######## conv_window_gen_flat ########
File: src/rtl/conv_window_gen_if.sv
// conv_window_gen_if: pixel-in / window-out bundle between the stream source, conv_window_gen and CE
interface conv_window_gen_if #(parameter int CL_IN = 2, parameter int KERNEL = 3, parameter int N = 4);
   logic [CL_IN*N-1:0]               d_in;
   logic                             en_in;
   logic [CL_IN*KERNEL*KERNEL*N-1:0] data2conv;
   logic                             en_out;
   logic                             last_out;
   modport master (output d_in, en_in, input data2conv, en_out, last_out);
   modport slave (input d_in, en_in, output data2conv, en_out, last_out);
endinterface

File: src/rtl/conv_window_gen.sv
// conv_window_gen: turns a raster pixel stream into stride-1 KERNEL x KERNEL x CL_IN windows for CE
module conv_window_gen #(
   parameter int CL_IN  = 2,
   parameter int KERNEL = 3,
   parameter int N      = 4,
   parameter int IMG_W  = 8,
   parameter int IMG_H  = 8
) (
   input logic             clk,
   input logic             rst,
   conv_window_gen_if.slave bus
);
   localparam int PW = CL_IN*N;
   localparam int WB = CL_IN*KERNEL*KERNEL*N;
   localparam int CW = IMG_W > 1 ? $clog2(IMG_W) : 1;
   localparam int RW = IMG_H > 1 ? $clog2(IMG_H) : 1;
   logic [CW-1:0] col;
   logic [RW-1:0] row;
   logic [PW-1:0] new_col [KERNEL];
   logic [PW-1:0] win     [KERNEL][KERNEL];
   logic [PW-1:0] win_nxt [KERNEL][KERNEL];
   logic [WB-1:0] packed_nxt;
   logic          col_end, row_end, fire;
   assign col_end = col == CW'(IMG_W-1);
   assign row_end = row == RW'(IMG_H-1);
   // positions left of/above the first full window never fire, so stale or wrapped data is never emitted
   assign fire = bus.en_in && int'(row) >= KERNEL-1 && int'(col) >= KERNEL-1;
   assign new_col[KERNEL-1] = bus.d_in;
   generate
      if (KERNEL > 1) begin : g_lb
         logic [PW-1:0] lb [KERNEL-1][IMG_W];
         for (genvar g = 0; g < KERNEL-1; g++) begin : g_rd
            assign new_col[g] = lb[g][col];
         end
         // each row buffer takes the column from the next-younger one; the youngest takes d_in
         always_ff @(posedge clk)
            if (bus.en_in)
               for (int i = 0; i < KERNEL-1; i++) lb[i][col] <= new_col[i+1];
      end
   endgenerate
   // shift every window row left and append the fresh column, then lay it out in CE slot order
   always_comb begin
      packed_nxt = '0;
      for (int r = 0; r < KERNEL; r++)
         for (int c = 0; c < KERNEL; c++)
            win_nxt[r][c] = c == KERNEL-1 ? new_col[r] : win[r][(c+1)%KERNEL];
      for (int ch = 0; ch < CL_IN; ch++)
         for (int r = 0; r < KERNEL; r++)
            for (int c = 0; c < KERNEL; c++)
               packed_nxt[(ch*KERNEL*KERNEL+r*KERNEL+c)*N +: N] = win_nxt[r][c][ch*N +: N];
   end
   // window shift array holds between beats
   always_ff @(posedge clk)
      if (bus.en_in) win <= win_nxt;
   // raster counters and registered window output
   always_ff @(posedge clk or posedge rst)
      if (rst) begin
         col           <= '0;
         row           <= '0;
         bus.en_out    <= 1'b0;
         bus.last_out  <= 1'b0;
         bus.data2conv <= '0;
      end else begin
         bus.en_out   <= fire;
         bus.last_out <= fire && col_end && row_end;
         if (fire) bus.data2conv <= packed_nxt;
         if (bus.en_in) begin
            col <= col_end ? '0 : col + 1'b1;
            if (col_end) row <= row_end ? '0 : row + 1'b1;
         end
      end
endmodule

File: src/flat_wrapper.sv
// flat-port wrapper written by rule: the top's interface ports become plain ports
module conv_window_gen_flat 
#(
   parameter int CL_IN  = 2,
   parameter int KERNEL = 3,
   parameter int N      = 4,
   parameter int IMG_W  = 8,
   parameter int IMG_H  = 8
)
  (clk, rst, bus_d_in, bus_en_in, bus_data2conv, bus_en_out, bus_last_out);
  conv_window_gen_if #(.CL_IN(CL_IN), .KERNEL(KERNEL), .N(N)) bus_i ();
  input logic clk;
  input logic rst;
  input wire logic [$bits(bus_i.d_in)-1:0] bus_d_in;
  input wire logic [$bits(bus_i.en_in)-1:0] bus_en_in;
  output wire logic [$bits(bus_i.data2conv)-1:0] bus_data2conv;
  output wire logic [$bits(bus_i.en_out)-1:0] bus_en_out;
  output wire logic [$bits(bus_i.last_out)-1:0] bus_last_out;
  assign bus_i.d_in = bus_d_in;
  assign bus_i.en_in = bus_en_in;
  assign bus_data2conv = bus_i.data2conv;
  assign bus_en_out = bus_i.en_out;
  assign bus_last_out = bus_i.last_out;
  conv_window_gen #(.CL_IN(CL_IN), .KERNEL(KERNEL), .N(N), .IMG_W(IMG_W), .IMG_H(IMG_H)) u_core (.clk(clk), .rst(rst), .bus(bus_i));
endmodule
File: config.mk
export PLATFORM = sky130hd
export DESIGN_NAME = conv_window_gen_flat
export DESIGN_NICKNAME = d
export VERILOG_FILES = /design/src/rtl/conv_window_gen_if.sv /design/src/rtl/conv_window_gen.sv /design/src/flat_wrapper.sv
export SDC_FILE = /design/constraint.sdc
export NUM_CORES = 1
export LEC_CHECK = 0
export ABC_AREA = 1
export CAP_MARGIN = 40
export CELL_PAD_IN_SITES_DETAIL_PLACEMENT = 2
export CELL_PAD_IN_SITES_GLOBAL_PLACEMENT = 2
export CORE_UTILIZATION = 41
export CTS_CLUSTER_DIAMETER = 120
export DETAILED_ROUTE_END_ITERATION = 6
export PLACE_DENSITY_LB_ADDON = 0.1
export SLEW_MARGIN = 25
export SYNTH_ARGS = -nofsm -noshare
export SYNTH_HDL_FRONTEND = slang
export SYNTH_SLANG_ARGS = --single-unit
File: constraint.sdc
create_clock -name clk -period 5.3 [get_ports clk]
set_input_delay 0.53 -clock clk [delete_from_list [all_inputs] [get_ports clk]]
set_output_delay 0.53 -clock clk [all_outputs]
set_load 0.01 [all_outputs]
######## reset_sequencer ########
File: src/rtl/reset_seq_pkg.sv
// Shared types and helpers for the reset sequencer and its button debouncer.
package reset_seq_pkg;

  typedef enum logic [1:0] {
    ASSERT    = 2'd0,
    WAIT_LOCK = 2'd1,
    RELEASE   = 2'd2,
    RUN       = 2'd3
  } state_t;

  typedef enum logic [1:0] {
    POR      = 2'b00,
    MANUAL   = 2'b01,
    LOCKLOSS = 2'b10
  } cause_t;

  // Width of a counter that must hold 0..max_val; never narrower than one bit.
  function automatic int cnt_width(input int max_val);
    return (max_val < 1) ? 1 : $clog2(max_val + 1);
  endfunction

endpackage

File: src/rtl/sync_debounce.sv
// Two-flop synchroniser followed by a saturating debounce counter.
// trig pulses once per stable-high episode; held stays high while it remains saturated.
module sync_debounce
  import reset_seq_pkg::*;
#(
  parameter int DEBOUNCE_CYCLES = 8
) (
  input  logic clk,
  input  logic nrst,
  input  logic din,
  output logic trig,
  output logic held
);

  localparam int CW = cnt_width(DEBOUNCE_CYCLES);

  logic          meta_q, meta_d;
  logic          sync_q, sync_d;
  logic [CW-1:0] cnt_q, cnt_d;
  logic          trig_q, trig_d;

  // trig is registered so it fires on the edge the counter saturates.
  always_comb begin
    meta_d = din;
    sync_d = meta_q;
    cnt_d  = '0;
    trig_d = 1'b0;
    if (sync_q) begin
      cnt_d  = (cnt_q == CW'(DEBOUNCE_CYCLES)) ? cnt_q : cnt_q + 1'b1;
      trig_d = (cnt_q == CW'(DEBOUNCE_CYCLES - 1));
    end
  end

  always_ff @(posedge clk or negedge nrst) begin
    if (!nrst) begin
      meta_q <= 1'b0;
      sync_q <= 1'b0;
      cnt_q  <= '0;
      trig_q <= 1'b0;
    end else begin
      meta_q <= meta_d;
      sync_q <= sync_d;
      cnt_q  <= cnt_d;
      trig_q <= trig_d;
    end
  end

  assign trig = trig_q;
  assign held = sync_q && (cnt_q == CW'(DEBOUNCE_CYCLES));

endmodule

File: src/rtl/reset_sequencer.sv
// Power-on / manual reset controller: holds all domains in reset, waits for PLL lock,
// then releases the stages in order. Manual trigger or lock loss restarts the sequence.
module reset_sequencer
  import reset_seq_pkg::*;
#(
  parameter int NUM_STAGES      = 3,
  parameter int NUM_BUTTONS     = 3,
  parameter int HOLD_CYCLES     = 4,
  parameter int STAGE_GAP       = 2,
  parameter int DEBOUNCE_CYCLES = 8
) (
  input  logic                   clk,
  input  logic                   nrst,
  input  logic [NUM_BUTTONS-1:0] manual,
  input  logic                   pll_lock,
  output logic [NUM_STAGES-1:0]  rst_out,
  output logic                   busy,
  output logic [1:0]             cause
);

  localparam int HOLD_W  = cnt_width(HOLD_CYCLES);
  localparam int GAP_MAX = (NUM_STAGES - 1) * STAGE_GAP;
  localparam int GAP_W   = cnt_width(GAP_MAX);

  state_t                state_q, state_d;
  cause_t                cause_q, cause_d;
  logic [HOLD_W-1:0]     hold_q, hold_d;
  logic [GAP_W-1:0]      gap_q, gap_d;
  logic [NUM_STAGES-1:0] rst_q, rst_d;
  logic                  lock_meta_q, lock_meta_d;
  logic                  lock_s_q, lock_s_d;
  logic                  man_combo, man_trig, man_held;

  assign man_combo = &manual;

  sync_debounce #(
    .DEBOUNCE_CYCLES(DEBOUNCE_CYCLES)
  ) u_man_debounce (
    .clk  (clk),
    .nrst (nrst),
    .din  (man_combo),
    .trig (man_trig),
    .held (man_held)
  );

  // gap_q counts edges since RELEASE was entered; stage i drops when it reaches i*STAGE_GAP.
  always_comb begin
    lock_meta_d = pll_lock;
    lock_s_d    = lock_meta_q;
    state_d     = state_q;
    cause_d     = cause_q;
    hold_d      = hold_q;
    gap_d       = gap_q;
    rst_d       = rst_q;

    unique case (state_q)
      ASSERT: begin
        rst_d = '1;
        gap_d = '0;
        if (hold_q != HOLD_W'(HOLD_CYCLES)) hold_d = hold_q + 1'b1;
        if ((hold_d == HOLD_W'(HOLD_CYCLES)) && !man_held) state_d = WAIT_LOCK;
      end
      WAIT_LOCK: begin
        rst_d = '1;
        if (lock_s_q) begin
          rst_d[0] = 1'b0;
          gap_d    = GAP_W'(1);
          state_d  = (NUM_STAGES == 1) ? RUN : RELEASE;
        end
      end
      RELEASE: begin
        for (int i = 1; i < NUM_STAGES; i++) begin
          if (int'(gap_q) == i * STAGE_GAP) rst_d[i] = 1'b0;
        end
        if (int'(gap_q) >= GAP_MAX) state_d = RUN;
        else                        gap_d   = gap_q + 1'b1;
      end
      RUN: begin
        rst_d = '0;
      end
      default: begin
        state_d = ASSERT;
        rst_d   = '1;
      end
    endcase

    // Manual trigger takes priority over lock loss when both land together.
    if ((state_q != ASSERT) && man_trig) begin
      state_d = ASSERT;
      cause_d = MANUAL;
      rst_d   = '1;
      hold_d  = '0;
      gap_d   = '0;
    end else if (((state_q == RELEASE) || (state_q == RUN)) && !lock_s_q) begin
      state_d = ASSERT;
      cause_d = LOCKLOSS;
      rst_d   = '1;
      hold_d  = '0;
      gap_d   = '0;
    end
  end

  always_ff @(posedge clk or negedge nrst) begin
    if (!nrst) begin
      state_q     <= ASSERT;
      cause_q     <= POR;
      hold_q      <= '0;
      gap_q       <= '0;
      rst_q       <= '1;
      lock_meta_q <= 1'b0;
      lock_s_q    <= 1'b0;
    end else begin
      state_q     <= state_d;
      cause_q     <= cause_d;
      hold_q      <= hold_d;
      gap_q       <= gap_d;
      rst_q       <= rst_d;
      lock_meta_q <= lock_meta_d;
      lock_s_q    <= lock_s_d;
    end
  end

  assign rst_out = rst_q;
  assign busy    = (state_q != RUN);
  assign cause   = cause_q;

endmodule

File: config.mk
export PLATFORM = sky130hd
export DESIGN_NAME = reset_sequencer
export DESIGN_NICKNAME = d
export VERILOG_FILES = /design/src/rtl/reset_seq_pkg.sv /design/src/rtl/sync_debounce.sv /design/src/rtl/reset_sequencer.sv
export SDC_FILE = /design/constraint.sdc
export NUM_CORES = 1
export LEC_CHECK = 0
export CAP_MARGIN = 15
export CORE_MARGIN = 4
export CORE_UTILIZATION = 40
export DETAILED_ROUTE_END_ITERATION = 16
export REMOVE_ABC_BUFFERS = 1
export SLEW_MARGIN = 15
export SYNTH_ARGS = -nofsm -noshare
export SYNTH_HDL_FRONTEND = slang
export SYNTH_HIERARCHICAL = 1
export SYNTH_SLANG_ARGS = --single-unit
File: constraint.sdc
create_clock -name clk -period 5.6 [get_ports clk]
set_input_delay 1.12 -clock clk [delete_from_list [all_inputs] [get_ports clk]]
set_output_delay 1.12 -clock clk [all_outputs]
set_load 0.005 [all_outputs]
######## joypad_scheduler ########
## src/rtl/joypad_scheduler.sv

```systemverilog
// NES pad poller and FF00 joypad register: runs the strobe/shift sequence on the pad,
// commits the button byte, muxes it into FF00 by the select bits and raises an irq on falls.
//
// state  | meaning
// IDLE   | waiting for a scheduled or requested poll
// STROBE | latch pulse high, pad captures its buttons
// LO     | shift clock low; last cycle samples the current bit
// HI     | shift clock high; pad advances to the next bit
// DONE   | commit shadow byte to buttons for one cycle
`timescale 1ns/1ps
module joypad_scheduler #(
   parameter int POLL_DIV   = 204800,
   parameter int STROBE_CYC = 12,
   parameter int HALF_BIT   = 6
) (
   input  logic       clock,
   input  logic       reset_n,
   input  logic       ctrl_data,
   output logic       ctrl_strobe,
   output logic       ctrl_clk,
   input  logic       poll_now,
   input  logic       reg_we,
   input  logic [7:0] reg_wdata,
   output logic [7:0] reg_rdata,
   output logic [7:0] buttons,
   output logic       buttons_valid,
   output logic       joypad_irq
);

   localparam int PW     = (POLL_DIV > 1) ? $clog2(POLL_DIV) : 1;
   localparam int PH_MAX = (STROBE_CYC > HALF_BIT) ? STROBE_CYC : HALF_BIT;
   localparam int CW     = $clog2(PH_MAX) + 1;
   localparam logic [PW-1:0] POLL_LAST = PW'(POLL_DIV - 1);
   localparam logic [CW-1:0] STROBE_LD = CW'(STROBE_CYC - 1);
   localparam logic [CW-1:0] HALF_LD   = CW'(HALF_BIT - 1);

   typedef enum logic [2:0] {S_IDLE, S_STROBE, S_LO, S_HI, S_DONE} state_t;

   state_t          state_q, state_d;
   logic [PW-1:0]   poll_cnt_q, poll_cnt_d;
   logic            pending_q, pending_d;
   logic [CW-1:0]   cnt_q, cnt_d;
   logic [2:0]      idx_q, idx_d;
   logic [7:0]      shadow_q, shadow_d;
   logic            strobe_q, clk_q, valid_q, irq_q;
   logic [7:0]      buttons_q;
   logic [1:0]      sel_q;
   logic [3:0]      prev_nib_q;
   logic [3:0]      nib;
   logic            trigger, start_req;
   logic            unused_wdata;

   assign unused_wdata = ^{reg_wdata[7:6], reg_wdata[3:0]};

   assign trigger    = (poll_cnt_q == POLL_LAST);
   assign poll_cnt_d = trigger ? '0 : poll_cnt_q + PW'(1);
   assign start_req  = pending_q | trigger | poll_now;

   always_comb begin
      state_d   = state_q;
      cnt_d     = cnt_q;
      idx_d     = idx_q;
      shadow_d  = shadow_q;
      pending_d = start_req;
      case (state_q)
         S_IDLE: begin
            if (start_req) begin
               state_d   = S_STROBE;
               cnt_d     = STROBE_LD;
               pending_d = 1'b0;
            end
         end
         S_STROBE: begin
            if (cnt_q == '0) begin
               state_d = S_LO;
               cnt_d   = HALF_LD;
               idx_d   = 3'd0;
            end else begin
               cnt_d = cnt_q - CW'(1);
            end
         end
         S_LO: begin
            if (cnt_q == '0) begin
               shadow_d[idx_q] = ~ctrl_data;
               cnt_d           = HALF_LD;
               state_d         = (idx_q == 3'd7) ? S_DONE : S_HI;
            end else begin
               cnt_d = cnt_q - CW'(1);
            end
         end
         S_HI: begin
            if (cnt_q == '0) begin
               idx_d   = idx_q + 3'd1;
               cnt_d   = HALF_LD;
               state_d = S_LO;
            end else begin
               cnt_d = cnt_q - CW'(1);
            end
         end
         S_DONE:  state_d = S_IDLE;
         default: state_d = S_IDLE;
      endcase
   end

   // Action row is {start,select,b,a}; direction row is {down,up,left,right}.
   always_comb begin
      nib = 4'hF;
      if (!sel_q[1]) nib = nib & ~buttons_q[3:0];
      if (!sel_q[0]) nib = nib & ~{buttons_q[5], buttons_q[4], buttons_q[6], buttons_q[7]};
   end

   always_ff @(posedge clock) begin
      if (!reset_n) begin
         state_q    <= S_IDLE;
         poll_cnt_q <= '0;
         pending_q  <= 1'b0;
         cnt_q      <= '0;
         idx_q      <= 3'd0;
         shadow_q   <= 8'h00;
         strobe_q   <= 1'b0;
         clk_q      <= 1'b0;
         valid_q    <= 1'b0;
         buttons_q  <= 8'h00;
         irq_q      <= 1'b0;
         sel_q      <= 2'b11;
         prev_nib_q <= 4'hF;
      end else begin
         state_q    <= state_d;
         poll_cnt_q <= poll_cnt_d;
         pending_q  <= pending_d;
         cnt_q      <= cnt_d;
         idx_q      <= idx_d;
         shadow_q   <= shadow_d;
         strobe_q   <= (state_d == S_STROBE);
         clk_q      <= (state_d == S_HI);
         valid_q    <= (state_d == S_DONE);
         // shadow_d already carries bit 7 sampled on the entering edge
         if (state_d == S_DONE) buttons_q <= shadow_d;
         irq_q      <= |(prev_nib_q & ~nib);
         prev_nib_q <= nib;
         if (reg_we) sel_q <= reg_wdata[5:4];
      end
   end

   assign ctrl_strobe   = strobe_q;
   assign ctrl_clk      = clk_q;
   assign buttons_valid = valid_q;
   assign buttons       = buttons_q;
   assign joypad_irq    = irq_q;
   assign reg_rdata     = {2'b11, sel_q, nib};

endmodule

```

## config.mk

```make
export PLATFORM = sky130hd
export DESIGN_NAME = joypad_scheduler
export DESIGN_NICKNAME = d
export VERILOG_FILES = /design/src/rtl/joypad_scheduler.sv
export SDC_FILE = /design/constraint.sdc
export NUM_CORES = 1
export LEC_CHECK = 0
export ABC_AREA = 1
export CAP_MARGIN = 40
export CORE_UTILIZATION = 39
export CTS_BUF_LIST = sky130_fd_sc_hd__clkbuf_8
export DETAILED_ROUTE_END_ITERATION = 12
export SYNTH_ARGS = -nofsm -noshare
export SYNTH_HDL_FRONTEND = slang
export SYNTH_SLANG_ARGS = --single-unit
```

## constraint.sdc

```tcl
create_clock -name clock -period 1.7 [get_ports clock]
set_input_delay 0.51 -clock clock [delete_from_list [all_inputs] [get_ports clock]]
set_output_delay 0.51 -clock clock [all_outputs]
set_load 0.01 [all_outputs]
```

Figure 1. Cell sizes after repair (joypad_scheduler).
Bar = 20 um.
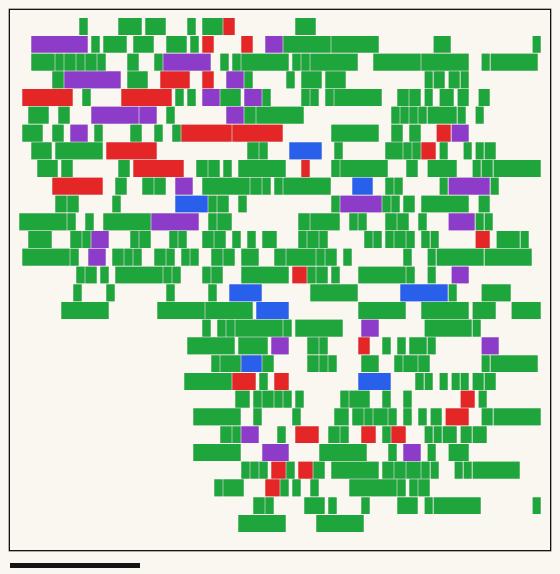
Green stands for drive 1 or less, cells 329, most used nand2_1. Purple stands for drive 3 to 4, cells 26, most used buf_4. Red stands for drive 2, cells 28, most used dfxtp_2. Blue stands for drive 6 and up, cells 8, most used clkbuf_8.
final setup margin: 0.114 ns
design area: 3110 um^2

==> out/metrics.yaml, joypad_scheduler <==
status: "complete, no violations"
cts_num_sinks: 56
dp_hpwl_um: 3580
io_pins: 33
r2r_cells: 8
dieWidth_um: 82.8
worstPathRequired_ns: 1.19
fillerInstances: 641
final_common_cell: "nand2_1"
rows: 29
cts_tree: "built"
maxCapViolations: 0
ctsLongestPathBuffers: 2
synthDistinctLibCells: 37
comb_share: 0.387
final.setup.tns_ns: 0
powerClk_mw: 0.733
use_met2: 0.246
startpoint: "sel_q[1]"
holdBufCountCts: 0
yosys.area.top_type: "dfxtp_1"
portBuffers: 24
reg2reg_slack_ns: 0.12
largest_register: "poll_cnt_q"
syn-cell-area_um2: 2540
cp_num_cells: 3
route.met3.wl_um: 152
p_clk_frac: 0.251
placed_cells: 459
grt_usage: 0.155
grtUsageMet1: 0.207
crit_slowest_cell: "dfxtp_4"
grt_pass1_vias: 1879
synthSimpleGateAreaFrac: 0.291
wl_per_cell_um: 10.6
setup_viol: 0
seq_power_mw: 1.48
met1_length_um: 2570
remaining_drc_errors: 0
finalCriticalPeriod_ns: 1.59
grt_pass1_wl_um: 8110
post_dp_cell_area_um2: 2970
postSynth.asyncResetShare: 0
power.leakage_nw: 1.34
wl_um: 4950
synth.comb.largest_family: "simple AND/OR/NAND/NOR gates"
seq_share: 0.366
skew_ns: 0.0136
topCellsByArea: "dfxtp_1 44%, nand2_1 9.7%, inv_1 8.4%"
num_antenna_cells: 0
logic_area_um2: 1200
fin_cells: 468
synth.yosys.seq_area_share: 0.441
synth-warning-count: 0
power.switching_mw: 0.964
pg_comb_mw: 0.697
htree_levels: 2
path_cells: "o22ai_4 > inv_1 > clkbuf_2"
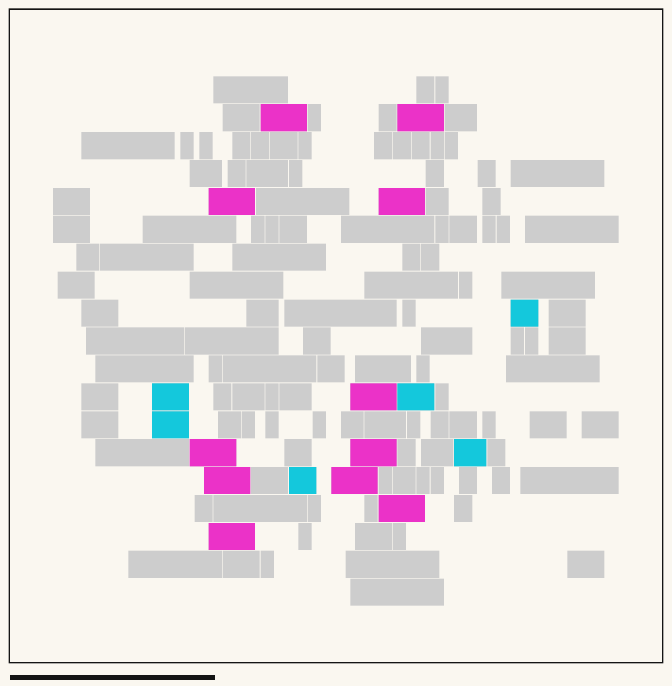
Figure 2: reset_sequencer, gate-type map.
Bar = 20 um.
Cyan stands for AND-OR and OR-AND gates, cells 6. Magenta stands for adder and majority cells, cells 11.
non-filler instance count after layout: 164
most frequent logic cell in the layout: dfrtp_1
combinational share of cell area: 0.425

==> out/metrics.yaml, reset_sequencer <==
setup.worst_path.start_class: "flip-flop"
antenna_found_initial: 0
clock_latency_ns: 0.31
wl_per_cell_um: 13.2
htree_levels: 1
hold_slack_ns: 0.364
ys_cells: 122
met1_length_um: 999
die_area_um2: 4040
warnings: 32
worstPathArrival_ns: 1.62
r2r_cells: 6
largest_register: "u_man_debounce/cnt_q"
cp_num_cells: 3
buf_share: 0.0784
crit_type: "flip-flop to output port"
num_antenna_cells: 0
drtIter0Drc: 40
dr.max_layer_used: "met4"
final_layout_size_suffix_gt1_frac: 0.0977
worstSetupEndpointType: "output port"
remaining_drc_errors: 0
status: "complete, no violations"
first_pass_iters: 5
routed-wl-met2_um: 1040
final.setup.tns_ns: 0
place_congestion: 0.778
placed_cells: 160
top_usage_layer: "met2"
cp_slowest_stage_delay_ns: 0.50
synthXorXnorAreaFrac: 0.0213
io_pins: 12
ctsLongestPathBuffers: 2
grtUsageMet1: 0.152
cts_setup_buffers: 0
top_cells_by_count: "19 x dfrtp_1, 14 x inv_1, 11 x ha_1"
p_clk_frac: 0.199
utilization: 0.493
critPathMaxFanout: 7
irDropWorstVdd_mv: 0.153
worstPathRequired_ns: 4.48
synth.comb.largest_family: "simple AND/OR/NAND/NOR gates"
nNetsFinal: 151
synth_flops: 22
reg2reg_slack_ns: 3.41
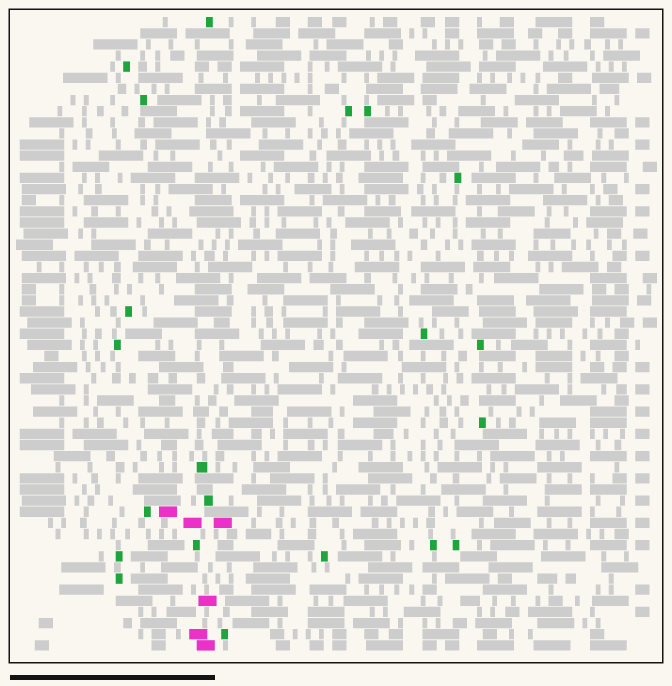
Figure 3: conv_window_gen_flat, gate-type map.
Bar = 50 um.
Green stands for inverting AOI/OAI gates, cells 21. Magenta stands for adder and majority cells, cells 6.
combinational share of cell area: 0.174
most frequent logic cell in the layout: nand2_1
non-filler instance count after layout: 1365

==> out/metrics.yaml, conv_window_gen_flat <==
status: "complete, no violations"
cp.buffers_inverters: 3
grt_pass1_wl_um: 44800
cellPowerDensity_nw_per_um2: 606
use_met3: 0.0323
power_frac_comb: 0.317
fmax_mhz: 382
grt_setup_unrepaired: "no"
seq_power_mw: 3.14
finalCriticalPeriod_ns: 2.62
die_height_um: 159
cp_num_cells: 5
reg2reg_slack_ns: 2.68
first_pass_iters: 4
cts_tree: "built"
io_pins: 85
nNetsFinal: 1036
syn-cell-area_um2: 10200
cp-endpoint: "u_core.g_lb.lb[0][56]"
pg_comb_mw: 2.35
dr.max_layer_used: "met4"
hold_slack_ns: 0.402
drtIter0Drc: 263
worstSetupEndpointType: "flip-flop"
irDropWorstVdd_mv: 0.311
clk_pin_slew_ns: 0.06
power.switching_mw: 2.56
powerClk_mw: 1.93
htree_levels: 1
post_dp_cell_area_um2: 11300
grt_max_degree: 74
ys_sh_aoi: 0.0107
tapCellCount: 324
setup_slack_ns: 2.68
r2r_cells: 5
nNonClkBuffers: 98
holdCritPathClass: "input port to asynchronous set/reset pin"
largest_register_ffs: 128
dp_hpwl_um: 17100
postSynth.asyncResetShare: 0.313
top_cells_by_count: "376 x nand2_1, 176 x edfxtp_1, 137 x inv_1"
synthSimpleGateAreaFrac: 0.189
portBuffers: 84
slew_headroom: 0.502
clock-root-buffer: "clkbuf_16"
timing.rr.start: "u_core.col[0]"
antenna_found_initial: 0
top_usage_layer: "met2"
critPathMaxFanout: 66
startpoint: "u_core.col[0]"
placed_cells: 1312

######## logic_gate_unit ########
Figure 4. Routing congestion (logic_gate_unit).
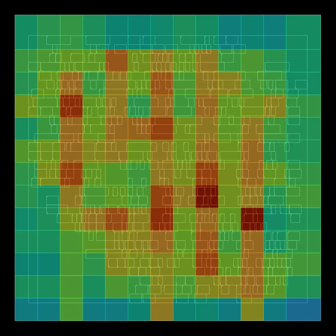
--- src/rtl/logic_gate_unit.sv ---
// Registered WIDTH-bit bitwise logic unit with eight operations and an accumulate mode.
// Has a one-deep valid/ready output stage and a modulo-2^CNT_W transfer counter.
module logic_gate_unit #(
  parameter int WIDTH = 8,
  parameter int CNT_W = 16
) (
  input  logic             clk,
  input  logic             rst,
  input  logic             in_valid,
  output logic             in_ready,
  input  logic [2:0]       op,
  input  logic             acc,
  input  logic [WIDTH-1:0] X,
  input  logic [WIDTH-1:0] Y,
  output logic             out_valid,
  input  logic             out_ready,
  output logic [WIDTH-1:0] F,
  output logic             F_all,
  output logic             F_any,
  output logic [CNT_W-1:0] count
);

  localparam logic [0:0] ST_EMPTY = 1'b0;
  localparam logic [0:0] ST_FULL  = 1'b1;

  localparam logic [2:0] OP_AND  = 3'd0;
  localparam logic [2:0] OP_OR   = 3'd1;
  localparam logic [2:0] OP_XOR  = 3'd2;
  localparam logic [2:0] OP_NAND = 3'd3;
  localparam logic [2:0] OP_NOR  = 3'd4;
  localparam logic [2:0] OP_XNOR = 3'd5;
  localparam logic [2:0] OP_NOT  = 3'd6;
  localparam logic [2:0] OP_PASS = 3'd7;

  logic [0:0]       state_r;
  logic [0:0]       state_next_s;
  logic [WIDTH-1:0] f_r;
  logic [WIDTH-1:0] acc_r;
  logic [CNT_W-1:0] count_r;
  logic [WIDTH-1:0] operand_b_s;
  logic [WIDTH-1:0] result_s;
  logic             accept_s;
  logic             xfer_s;
  logic             in_ready_s;

  // The output slot frees up in the same cycle the consumer takes it; this is the
  // only combinational path through the block (out_ready -> in_ready).
  assign in_ready_s  = ~rst & ((state_r == ST_EMPTY) | out_ready);
  assign accept_s    = in_valid & in_ready_s;
  assign xfer_s      = (state_r == ST_FULL) & out_ready;
  assign operand_b_s = acc ? acc_r : Y;

  assign in_ready  = in_ready_s;
  assign out_valid = (state_r == ST_FULL);
  assign F         = f_r;
  assign F_all     = &f_r;
  assign F_any     = |f_r;
  assign count     = count_r;

  // Operation decode
  always_comb begin
    result_s = {WIDTH{1'b0}};
    case (op)
      OP_AND:  result_s = X & operand_b_s;
      OP_OR:   result_s = X | operand_b_s;
      OP_XOR:  result_s = X ^ operand_b_s;
      OP_NAND: result_s = ~(X & operand_b_s);
      OP_NOR:  result_s = ~(X | operand_b_s);
      OP_XNOR: result_s = ~(X ^ operand_b_s);
      OP_NOT:  result_s = ~X;
      OP_PASS: result_s = X;
      default: result_s = X;
    endcase
  end

  // Output-slot occupancy; a simultaneous take and refill keeps the slot full
  always_comb begin
    state_next_s = state_r;
    case (state_r)
      ST_EMPTY: begin
        if (accept_s) begin
          state_next_s = ST_FULL;
        end else begin
          state_next_s = ST_EMPTY;
        end
      end
      ST_FULL: begin
        if (xfer_s && !accept_s) begin
          state_next_s = ST_EMPTY;
        end else begin
          state_next_s = ST_FULL;
        end
      end
      default: state_next_s = ST_EMPTY;
    endcase
  end

  // State, result, accumulator and counter registers
  always_ff @(posedge clk) begin
    if (rst) begin
      state_r <= ST_EMPTY;
      f_r     <= {WIDTH{1'b0}};
      acc_r   <= {WIDTH{1'b1}};
      count_r <= {CNT_W{1'b0}};
    end else begin
      state_r <= state_next_s;
      if (accept_s) begin
        f_r   <= result_s;
        acc_r <= result_s;
      end
      if (xfer_s) begin
        count_r <= count_r + CNT_W'(1);
      end
    end
  end

endmodule

--- config.mk ---
export PLATFORM = sky130hd
export DESIGN_NAME = logic_gate_unit
export DESIGN_NICKNAME = d
export VERILOG_FILES = /design/src/rtl/logic_gate_unit.sv
export SDC_FILE = /design/constraint.sdc
export NUM_CORES = 1
export LEC_CHECK = 0
export ABC_AREA = 1
export CAP_MARGIN = 20
export CORE_MARGIN = 4
export CORE_UTILIZATION = 35
export DETAILED_ROUTE_END_ITERATION = 16
export PLACE_DENSITY = 0.56
export SKIP_LAST_GASP = 1
export SYNTH_ARGS = -nofsm -noshare
export SYNTH_HDL_FRONTEND = slang
export SYNTH_SLANG_ARGS = --single-unit
--- constraint.sdc ---
create_clock -name clk -period 1.9 [get_ports clk]
set_input_delay 0.38 -clock clk [delete_from_list [all_inputs] [get_ports clk]]
set_output_delay 0.38 -clock clk [all_outputs]
set_load 0.03 [all_outputs]
==> out/metrics.yaml <==
pg_comb_mw: 0.528
holdBufCountCts: 0
p_clk_frac: 0.279
route.met3.wl_um: 399
worstPathArrival_ns: 1.45
final_layout_top_logic_cells: "108 x nand2_1, 60 x inv_1, 47 x clkdlybuf4s50_1"
utilization: 0.503
synthSimpleGateAreaFrac: 0.401
maxCapViolations: 0
syn-num-nets: 446
internal_power_mw: 1.22
postSynth.asyncResetShare: 0
ctsLongestPathBuffers: 2
final.setup.tns_ns: 0
dp_slack_ns: -0.289
r2r_cells: 11
fillerInstances: 717
reg2reg_slack_ns: 0.41
holdCritStartpoint: "acc_r[6]"
wl_um: 7480
portBuffers: 51
routed-wl-met2_um: 3320
n_all_inverters: 61
ys_sh_aoi: 0.120
use_met2: 0.262
dr_total_vias: 2889
grt_max_degree: 27
grt_setup_unrepaired: "no"
die_height_um: 93.3
worstSetupEndpointType: "output port"
area_growth_pct: 37.1
tightest_slew_ns: 0.332
synthXorXnorAreaFrac: 0
rows: 30
grt-ovfl-total: 0
powerClk_mw: 0.495
cp_slowest_stage_delay_ns: 0.72
final_layout_size_suffix_gt1_frac: 0.142
holdCritPathClass: "flip-flop to flip-flop"
placed_cells: 580
cp_num_cells: 1
detail-route-antenna-nets: 0
status: "complete, no violations"
Notes on Figure 4 above:
total track usage: 0.174
M1 GR Usage: 0.255



==> gallery <==
Cell sizes after repair.
image #1
Bar = 20 um.
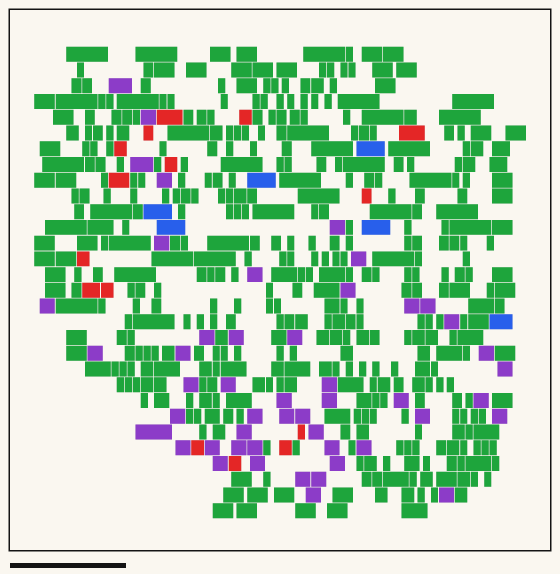
image #2
Bar = 20 um.
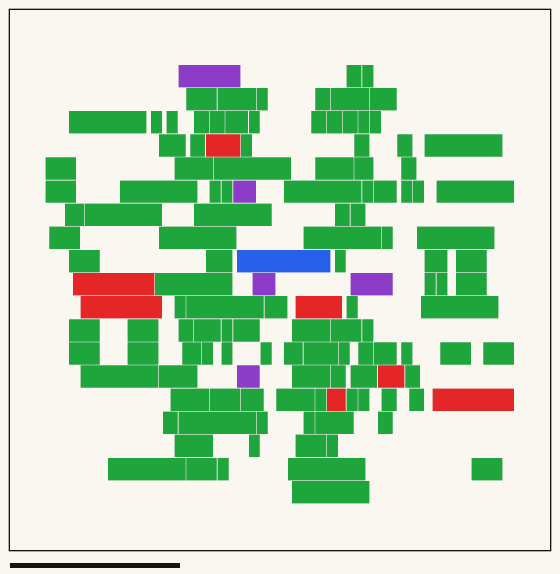
image #3
Bar = 50 um.
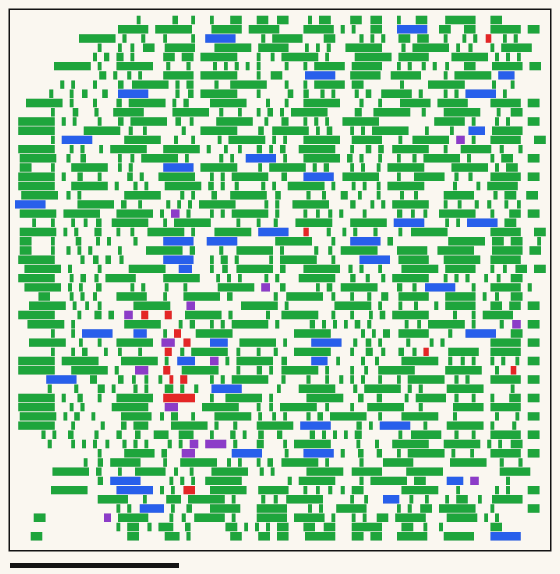
Image #1 comes from logic_gate_unit.
Image #2 comes from reset_sequencer.
Image #3 comes from conv_window_gen_flat.
The one with the most cells is image #3.

